==================== design 1
**Design 1: cells coloured by class**

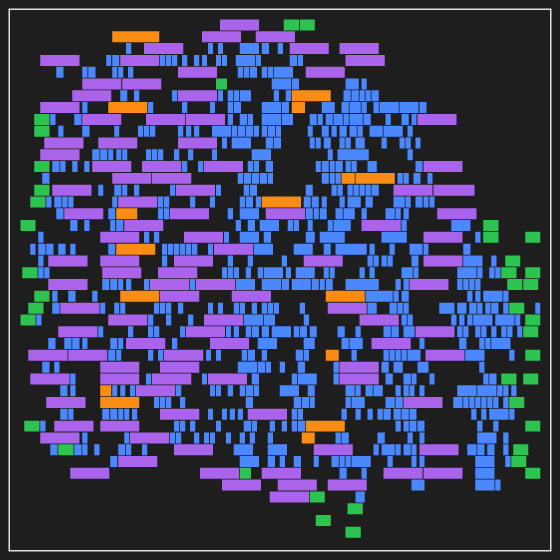

**src/rtl/pwm_pkg.sv**
```systemverilog
// Shared constants for the multi-channel PWM block.
// Carrier mode and count direction encodings.
package pwm_pkg;

    typedef enum logic {
        MODE_EDGE   = 1'b0,
        MODE_CENTER = 1'b1
    } mode_e;

    typedef enum logic {
        DIR_DOWN = 1'b0,
        DIR_UP   = 1'b1
    } dir_e;

endpackage

```
**src/rtl/pwm_multi_if.sv**
```systemverilog
// Control/status bundle between register logic and pwm_multi.
// master drives controls; slave is the PWM block.
interface pwm_multi_if #(
    parameter int CH      = 4,
    parameter int R       = 8,
    parameter int TIMER_N = 15
);
    logic                    en;
    logic [TIMER_N-1:0]      final_value;
    logic                    center;
    logic                    duty_wr;
    logic [$clog2(CH)-1:0]   duty_ch;
    logic [R:0]              duty_in;
    logic                    load;
    logic [CH-1:0]           pwm_out;
    logic                    period_end;
    logic                    load_pending;

    modport master (
        output en, final_value, center,
        output duty_wr, duty_ch, duty_in, load,
        input  pwm_out, period_end, load_pending
    );

    modport slave (
        input  en, final_value, center,
        input  duty_wr, duty_ch, duty_in, load,
        output pwm_out, period_end, load_pending
    );
endinterface

```
**src/rtl/pwm_timebase.sv**
```systemverilog
// Shared prescaler and edge/center-aligned carrier counter.
// boundary flags the tick on which the carrier returns to zero.
module pwm_timebase
    import pwm_pkg::*;
#(
    parameter int R       = 8,
    parameter int TIMER_N = 15
) (
    input  logic               clk,
    input  logic               reset,
    input  logic               en,
    input  logic [TIMER_N-1:0] final_value,
    input  logic               center,
    output logic [R-1:0]       cnt,
    output logic               tick,
    output logic               boundary
);
    localparam logic [TIMER_N-1:0] P_ONE   = TIMER_N'(1);
    localparam logic [R-1:0]       C_ONE   = R'(1);
    localparam logic [R-1:0]       C_MAX   = '1;

    logic [TIMER_N-1:0] pcount_q, pcount_d;
    logic [R-1:0]       cnt_q, cnt_d;
    dir_e               dir_q, dir_d;
    mode_e              mode_q, mode_d;

    always_comb begin
        tick     = en && (pcount_q >= final_value);
        pcount_d = pcount_q;
        cnt_d    = cnt_q;
        dir_d    = dir_q;
        mode_d   = mode_q;
        boundary = 1'b0;

        if (en) begin
            pcount_d = tick ? '0 : pcount_q + P_ONE;
        end

        if (tick) begin
            if (mode_q == MODE_EDGE) begin
                cnt_d    = cnt_q + C_ONE;
                boundary = (cnt_q == C_MAX);
            end else if (dir_q == DIR_UP) begin
                if (cnt_q == C_MAX) begin
                    cnt_d = cnt_q - C_ONE;
                    dir_d = DIR_DOWN;
                end else begin
                    cnt_d = cnt_q + C_ONE;
                end
            end else begin
                // Clamp at zero so a stray down-count at 0 cannot wrap.
                boundary = (cnt_q <= C_ONE);
                cnt_d    = boundary ? '0 : cnt_q - C_ONE;
            end

            if (boundary) begin
                mode_d = center ? MODE_CENTER : MODE_EDGE;
                dir_d  = DIR_UP;
            end
        end
    end

    always_ff @(posedge clk or posedge reset) begin
        if (reset) begin
            pcount_q <= '0;
            cnt_q    <= '0;
            dir_q    <= DIR_UP;
            mode_q   <= MODE_EDGE;
        end else begin
            pcount_q <= pcount_d;
            cnt_q    <= cnt_d;
            dir_q    <= dir_d;
            mode_q   <= mode_d;
        end
    end

    assign cnt = cnt_q;

endmodule

```
**src/rtl/pwm_multi.sv**
```systemverilog
// CH-channel PWM: shared timebase, double-buffered duty registers,
// and one registered comparator per channel.
module pwm_multi
    import pwm_pkg::*;
#(
    parameter int CH      = 4,
    parameter int R       = 8,
    parameter int TIMER_N = 15
) (
    input  logic       clk,
    input  logic       reset,
    pwm_multi_if.slave bus
);
    logic [R-1:0]  cnt;
    logic          tick;
    logic          boundary;
    logic          commit;
    logic [CH-1:0] wr_sel;
    logic [CH-1:0] pwm_vec;

    logic load_pending_q, load_pending_d;
    logic period_end_q, period_end_d;

    pwm_timebase #(
        .R       (R),
        .TIMER_N (TIMER_N)
    ) u_tb (
        .clk         (clk),
        .reset       (reset),
        .en          (bus.en),
        .final_value (bus.final_value),
        .center      (bus.center),
        .cnt         (cnt),
        .tick        (tick),
        .boundary    (boundary)
    );

    always_comb begin
        wr_sel = '0;
        for (int i = 0; i < CH; i++) begin
            wr_sel[i] = bus.duty_wr && (32'(bus.duty_ch) == i);
        end
    end

    always_comb begin
        commit         = boundary && (load_pending_q || bus.load);
        load_pending_d = load_pending_q;
        if (commit) begin
            load_pending_d = 1'b0;
        end else if (bus.load) begin
            load_pending_d = 1'b1;
        end
        period_end_d = boundary;
    end

    always_ff @(posedge clk or posedge reset) begin
        if (reset) begin
            load_pending_q <= 1'b0;
            period_end_q   <= 1'b0;
        end else begin
            load_pending_q <= load_pending_d;
            period_end_q   <= period_end_d;
        end
    end

    for (genvar i = 0; i < CH; i++) begin : g_ch
        logic [R:0] shadow_q, shadow_d;
        logic [R:0] active_q, active_d;
        logic       pwm_q, pwm_d;

        // Commit copies the pre-write shadow; a same-cycle write stays shadowed.
        always_comb begin
            shadow_d = wr_sel[i] ? bus.duty_in : shadow_q;
            active_d = commit ? shadow_q : active_q;
            pwm_d    = bus.en ? ({1'b0, cnt} < active_q) : pwm_q;
        end

        always_ff @(posedge clk or posedge reset) begin
            if (reset) begin
                shadow_q <= '0;
                active_q <= '0;
                pwm_q    <= 1'b0;
            end else begin
                shadow_q <= shadow_d;
                active_q <= active_d;
                pwm_q    <= pwm_d;
            end
        end

        assign pwm_vec[i] = pwm_q;
    end

    assign bus.pwm_out      = pwm_vec;
    assign bus.period_end   = period_end_q;
    assign bus.load_pending = load_pending_q;

endmodule

```
**src/flat_wrapper.sv**
```systemverilog
// flat-port wrapper written by rule: the top's interface ports become plain ports
module pwm_multi_flat import pwm_pkg::*;
#(
    parameter int CH      = 4,
    parameter int R       = 8,
    parameter int TIMER_N = 15
)
  (clk, reset, bus_en, bus_final_value, bus_center, bus_duty_wr, bus_duty_ch, bus_duty_in, bus_load, bus_pwm_out, bus_period_end, bus_load_pending);
  pwm_multi_if #(.CH(CH), .R(R), .TIMER_N(TIMER_N)) bus_i ();
  input  logic clk;
  input  logic reset;
  input wire logic [$bits(bus_i.en)-1:0] bus_en;
  input wire logic [$bits(bus_i.final_value)-1:0] bus_final_value;
  input wire logic [$bits(bus_i.center)-1:0] bus_center;
  input wire logic [$bits(bus_i.duty_wr)-1:0] bus_duty_wr;
  input wire logic [$bits(bus_i.duty_ch)-1:0] bus_duty_ch;
  input wire logic [$bits(bus_i.duty_in)-1:0] bus_duty_in;
  input wire logic [$bits(bus_i.load)-1:0] bus_load;
  output wire logic [$bits(bus_i.pwm_out)-1:0] bus_pwm_out;
  output wire logic [$bits(bus_i.period_end)-1:0] bus_period_end;
  output wire logic [$bits(bus_i.load_pending)-1:0] bus_load_pending;
  assign bus_i.en = bus_en;
  assign bus_i.final_value = bus_final_value;
  assign bus_i.center = bus_center;
  assign bus_i.duty_wr = bus_duty_wr;
  assign bus_i.duty_ch = bus_duty_ch;
  assign bus_i.duty_in = bus_duty_in;
  assign bus_i.load = bus_load;
  assign bus_pwm_out = bus_i.pwm_out;
  assign bus_period_end = bus_i.period_end;
  assign bus_load_pending = bus_i.load_pending;
  pwm_multi #(.CH(CH), .R(R), .TIMER_N(TIMER_N)) u_core (.clk(clk), .reset(reset), .bus(bus_i));
endmodule
```
**config.mk**
```make
export PLATFORM = sky130hd
export DESIGN_NAME = pwm_multi_flat
export DESIGN_NICKNAME = d
export VERILOG_FILES = /design/src/rtl/pwm_pkg.sv /design/src/rtl/pwm_multi_if.sv /design/src/rtl/pwm_timebase.sv /design/src/rtl/pwm_multi.sv /design/src/flat_wrapper.sv
export SDC_FILE = /design/constraint.sdc
export NUM_CORES = 1
export LEC_CHECK = 0
export ABC_AREA = 1
export CAP_MARGIN = 30
export CORE_MARGIN = 2
export CORE_UTILIZATION = 40
export CTS_CLUSTER_DIAMETER = 80
export DETAILED_ROUTE_END_ITERATION = 8
export SYNTH_ARGS = -nofsm -noshare
export SYNTH_HDL_FRONTEND = slang
export SYNTH_SLANG_ARGS = --single-unit
```
**constraint.sdc**
```tcl
create_clock -name clk -period 4.1 [get_ports clk]
set_input_delay 0.41 -clock clk [delete_from_list [all_inputs] [get_ports clk]]
set_output_delay 0.41 -clock clk [all_outputs]
set_load 0.005 [all_outputs]
```
==================== design 2
**src/rtl/mem_port_arbiter.sv**
```systemverilog
// Shares one memory port between instruction fetch and data load/store.
// Round-robin on conflict; one access in flight at a time.
module mem_port_arbiter #(
    parameter int WORDSIZE   = 64,
    parameter int ADDR_WIDTH = 64
) (
    input  logic                  clk,
    input  logic                  rst_n,
    input  logic                  if_req,
    input  logic [ADDR_WIDTH-1:0] if_addr,
    output logic                  if_ack,
    output logic [WORDSIZE-1:0]   if_rdata,
    input  logic                  d_req,
    input  logic                  d_we,
    input  logic [ADDR_WIDTH-1:0] d_addr,
    input  logic [WORDSIZE-1:0]   d_wdata,
    output logic                  d_ack,
    output logic [WORDSIZE-1:0]   d_rdata,
    output logic                  mem_req,
    output logic                  mem_we,
    output logic [ADDR_WIDTH-1:0] mem_addr,
    output logic [WORDSIZE-1:0]   mem_wdata,
    input  logic [WORDSIZE-1:0]   mem_rdata,
    input  logic                  mem_ready,
    output logic                  busy,
    output logic                  owner
);

    typedef enum logic [1:0] {IDLE, ACCESS, ACK} state_t;

    state_t state;
    logic   grant_d;

    // owner doubles as last_owner: on conflict the other requester wins.
    always_comb begin
        grant_d = d_req;
        if (if_req && d_req)
            grant_d = ~owner;
    end

    assign busy = (state != IDLE);

    always_ff @(posedge clk or negedge rst_n) begin
        if (!rst_n) begin
            state     <= IDLE;
            owner     <= 1'b0;
            mem_req   <= 1'b0;
            mem_we    <= 1'b0;
            mem_addr  <= '0;
            mem_wdata <= '0;
            if_ack    <= 1'b0;
            d_ack     <= 1'b0;
            if_rdata  <= '0;
            d_rdata   <= '0;
        end else begin
            case (state)
                IDLE: begin
                    if (if_req || d_req) begin
                        owner     <= grant_d;
                        mem_req   <= 1'b1;
                        mem_addr  <= grant_d ? d_addr : if_addr;
                        mem_we    <= grant_d & d_we;
                        mem_wdata <= grant_d ? d_wdata : '0;
                        state     <= ACCESS;
                    end
                end
                ACCESS: begin
                    if (mem_ready) begin
                        mem_req <= 1'b0;
                        mem_we  <= 1'b0;
                        if (owner) begin
                            d_ack <= 1'b1;
                            // stores leave the load-data register untouched
                            if (!mem_we)
                                d_rdata <= mem_rdata;
                        end else begin
                            if_ack   <= 1'b1;
                            if_rdata <= mem_rdata;
                        end
                        state <= ACK;
                    end
                end
                ACK: begin
                    if_ack <= 1'b0;
                    d_ack  <= 1'b0;
                    state  <= IDLE;
                end
                default: state <= IDLE;
            endcase
        end
    end

endmodule

```
**config.mk**
```make
export PLATFORM = sky130hd
export DESIGN_NAME = mem_port_arbiter
export DESIGN_NICKNAME = d
export VERILOG_FILES = /design/src/rtl/mem_port_arbiter.sv
export SDC_FILE = /design/constraint.sdc
export NUM_CORES = 1
export LEC_CHECK = 0
export ABC_AREA = 1
export CELL_PAD_IN_SITES_DETAIL_PLACEMENT = 0
export CELL_PAD_IN_SITES_GLOBAL_PLACEMENT = 2
export CORE_UTILIZATION = 21
export CTS_BUF_LIST = sky130_fd_sc_hd__clkbuf_4
export CTS_CLUSTER_DIAMETER = 50
export DETAILED_ROUTE_END_ITERATION = 16
export HOLD_SLACK_MARGIN = 0.08
export PLACE_DENSITY_LB_ADDON = 0.1
export SLEW_MARGIN = 15
export SYNTH_ARGS = -nofsm -noshare
export SYNTH_HDL_FRONTEND = slang
export SYNTH_SLANG_ARGS = --single-unit
```
**constraint.sdc**
```tcl
create_clock -name clk -period 1.2 [get_ports clk]
set_input_delay 0.24 -clock clk [delete_from_list [all_inputs] [get_ports clk]]
set_output_delay 0.24 -clock clk [all_outputs]
set_load 0.05 [all_outputs]
```
**Design 1: congestion heat map**

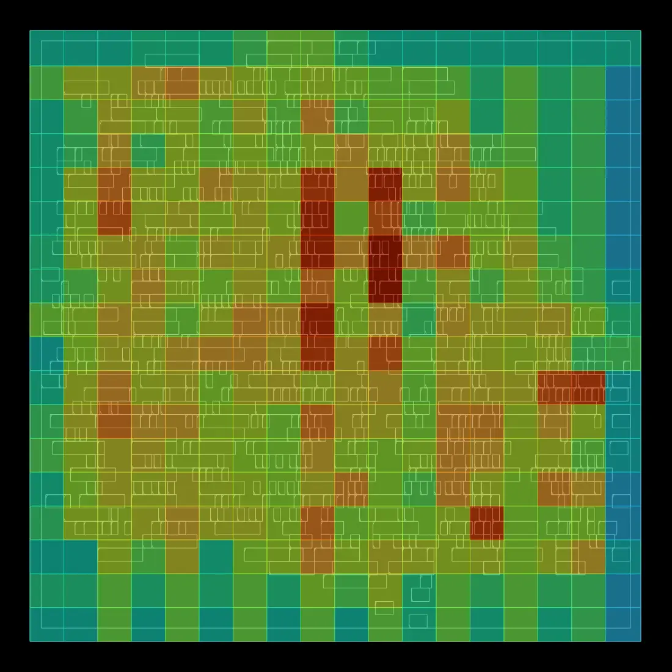
met3 track demand over resource: 2.53%
Most Crowded Layer GR: met2

About 'cells coloured by class' of design 1:
| class | colour | cells | share of their area |
|---|---|---|---|
| other buffers and delay cells | green | 39 | 6.0% |
| clock drivers and dummy loads | orange | 16 | 4.9% |
| flip-flops | purple | 103 | 40% |
| all other logic | blue | 608 | 49% |

==> summary.txt, design 1 <==
run metrics: Avg WL per Cell 13.5 µm, Repair and plain buffers 39, M1 WL 6130 µm, Placement Setup Slack 1.48 ns, clock buffer depth 2, crit path capture u_core.g_ch[1].active_q[8], area of the mapped netlist 5810 µm², yosys stat cell total 730, WP depth 12, crit path DAT 2.75 ns, Synth top cells by count 243 x nand2_1, 108 x inv_1, 102 x dfrtp_1, 59 x o21ai_0, 47 x ha_1, P&R area growth vs syn 13.7%, Hold Path Cell Cnt 2, Critical Path End Type register, Psw 0.00152 W, Initial DRT Pass Iterations 5, Clk pwr share 23.3%, Yosys top cell by instances nand2_1, dpl cell area 6290 µm², WL final 12900 µm, clock sinks 103, Critical Path Source u_core.u_tb.cnt[1], yosys simple share 25.7%, Avg Vias per Cell 4.94, largest net degree at the start of global routing 60, sequential share of power 39.4%, CTS tree yes, fill count 1445, Multi-In Gates 497, Final Instance Area 6600 µm², xor/xnor share 1.66%, most frequent CP cell nand2_1, clock-cell share of area 4.72%, total negative slack 0 ns, Total Routing Usage GR 17.5%, Die H 125 µm, Synth Flop Type dfrtp_1, Register Area 2580 µm², CP Data Required Time 4.39 ns, outcome finished, final reports clean, max-cap violations 0, Clk. pwr 0.000904 W, post-CTS sizing 0, WHS Endpoint u_core.g_ch[1].active_q[2], sw frac 39.2%, Fin Clk Skew 0.00566 ns, critical path's slowest cell dfrtp_1, Die Wd 125 µm, initial antenna violation count 0, global route overflow 0, WP buf/inv 2, synth unique cells 35
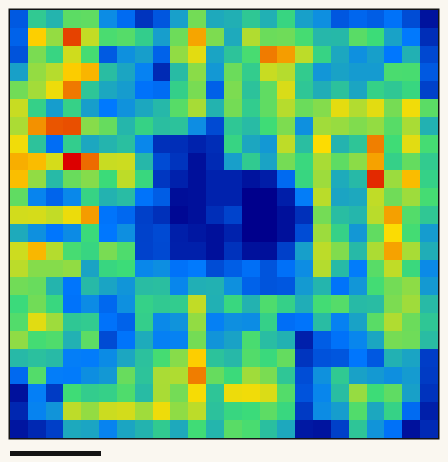
**Above:** design 2 (wiring heat map).
Scale bar: 50 µm. The die is cut into 24 by 24 equal tiles; dark blue is low, red is high, scaled to the fullest tile. Values are wire area over tile area, all layers added.
emptiest ninth of the die: centre
nearly empty tiles: 1.2%
tiles over half the peak: 35%
fullest tile: 0.43
mean over tiles: 0.18

==> summary.txt, design 2 <==
run metrics: final setup vio count 524, P&R area growth vs syn 146%, Fin Clk Skew 0.0462 ns, Most Crowded Layer GR met2, syn nets 1680, met3 wire length 4250 µm, clk_buf instances 123, Repair and plain buffers 1002, Placement Setup Slack -0.513 ns, RSZ-0062 raised after global routing true, Routed Antenna Nets 0, routability cong. 0.772, power per cell area 2970 nW/µm², Yosys top cell by instances nand2_1, Synth top cells by count 588 x nand2_1, 263 x dfrtp_1, 258 x nand3_1, 133 x inv_1, 58 x buf_2, post-DP HPWL 36400 µm, Seq/Total Area, Yosys 57.4%, hold buffers post-CTS 225, Core Footprint 53900 µm², top cells by area dfrtp_1 57%, nand2_1 19%, nand3_1 11%, inv_1 4.4%, buf_2 2.5%, WHS Endpoint mem_addr[48], M1 WL 23600 µm, failing checks setup timing, Final Instance Area 28200 µm², CP Data Required Time 0.96 ns, xor/xnor share 0%, Root Driver clkbuf_4, Latency at later pin 0.78 ns, wire length on met2 31800 µm, WP buf/inv 3, Worst R2R End d_rdata[45], outcome complete, but fails checks, combinational fraction of design power 67.5%, clock sinks 263, Max-area cell share 57.4%, area of the mapped netlist 11500 µm², fill count 4900, initial antenna violation count 9, Crit Path Class reg2out, VDD IR max 1380 µV, Cell Chain, Critical Path inv_2 -> nand2_8 -> buf_6 -> buf_12, DR vias 13.6k, multiplexer share of the synthesized area 0%, non-clk buf share 50.2%, Reg2Reg Setup Slack -0.48 ns, WL final 61400 µm, dominant logic cell type in the layout nand2_1, Seq power 0.0180 W, CTS H-tree lvls 3, Avg WL per Cell 19.4 µm, diode count 9, HP Class in2reg, YS chip area 11500 µm², total number of yosys warnings 0, I/O pin count 524, Total Routing Usage GR 21.6%, cell internal pwr 0.0459 W, num rows 85, Die H 236 µm, Register Area 6600 µm², Final WS setup -0.614 ns, fmax 551 MHz, total negative slack -195.22 ns, R2R depth 11, largest class buffers, final hold vios 0, Logic power comb 0.0565 W, Tool Warnings 30, Post-Route Utilization 52.3%, sw frac 45.2%

==> gallery <==
Drive-strength map.
panel A
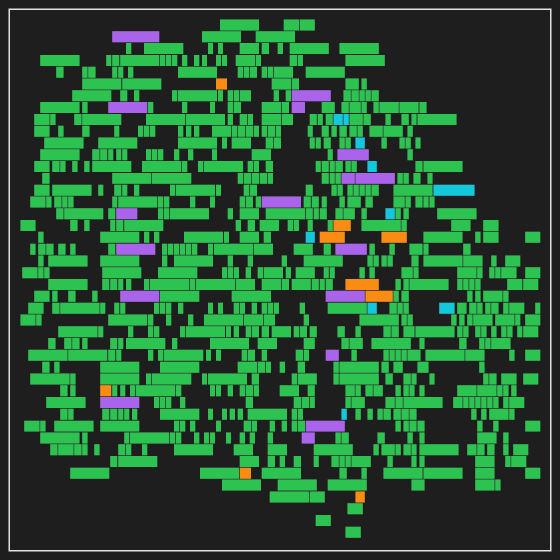
panel B
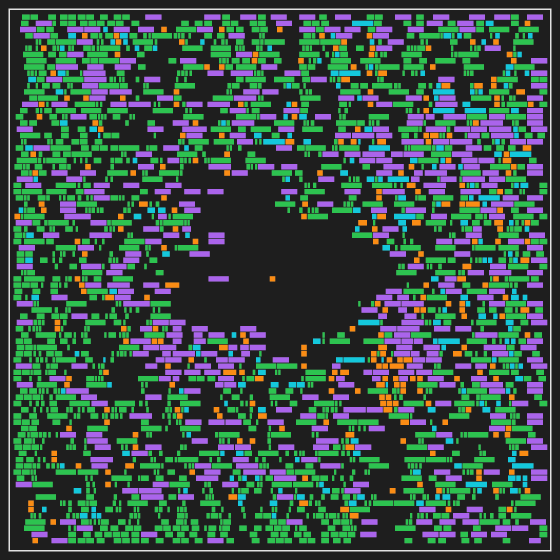
Of these, most cells: panel B
design 2: panel B
design 1: panel A

Key to panel B:
| size | colour | cells | most used |
|---|---|---|---|
| drive 6 and up | purple | 432 | buf_12 |
| drive 3 to 4 | orange | 264 | clkbuf_4 |
| drive 2 | cyan | 211 | nand2_2 |
| drive 1 or less | green | 1560 | nand2_1 |



## Gallery

Cell area per tile.
shot_01.png
Scale bar: 50 µm. The die is cut into 24 by 24 equal tiles; dark blue is low, red is high, 0 to 100% covered.
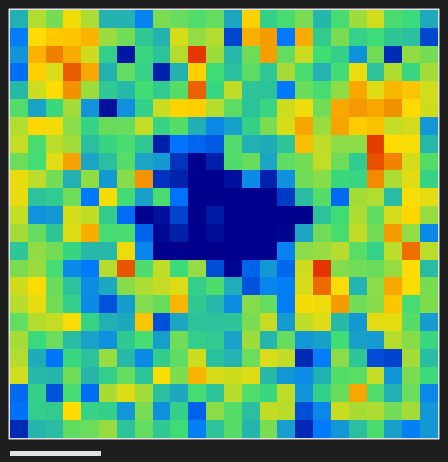
shot_02.png
Scale bar: 20 µm. The die is cut into 12 by 12 equal tiles; dark blue is low, red is high, 0 to 100% covered.
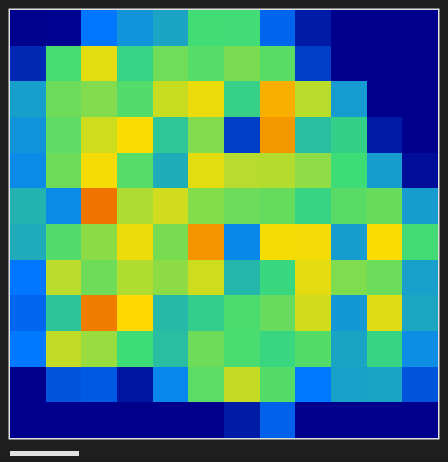
The one with the largest die is shot_01.png.
| picture | from |
|---|---|
| shot_02.png | design 1 |
| shot_01.png | design 2 |

Key to shot_01.png:
nearly empty tiles: 5.0%
emptiest ninth of the die: centre
tiles over 75% full: 9.5%
mean over tiles: 49%
fullest tile: 94%

No activity file was given, so power comes from the tool's default toggle rates.
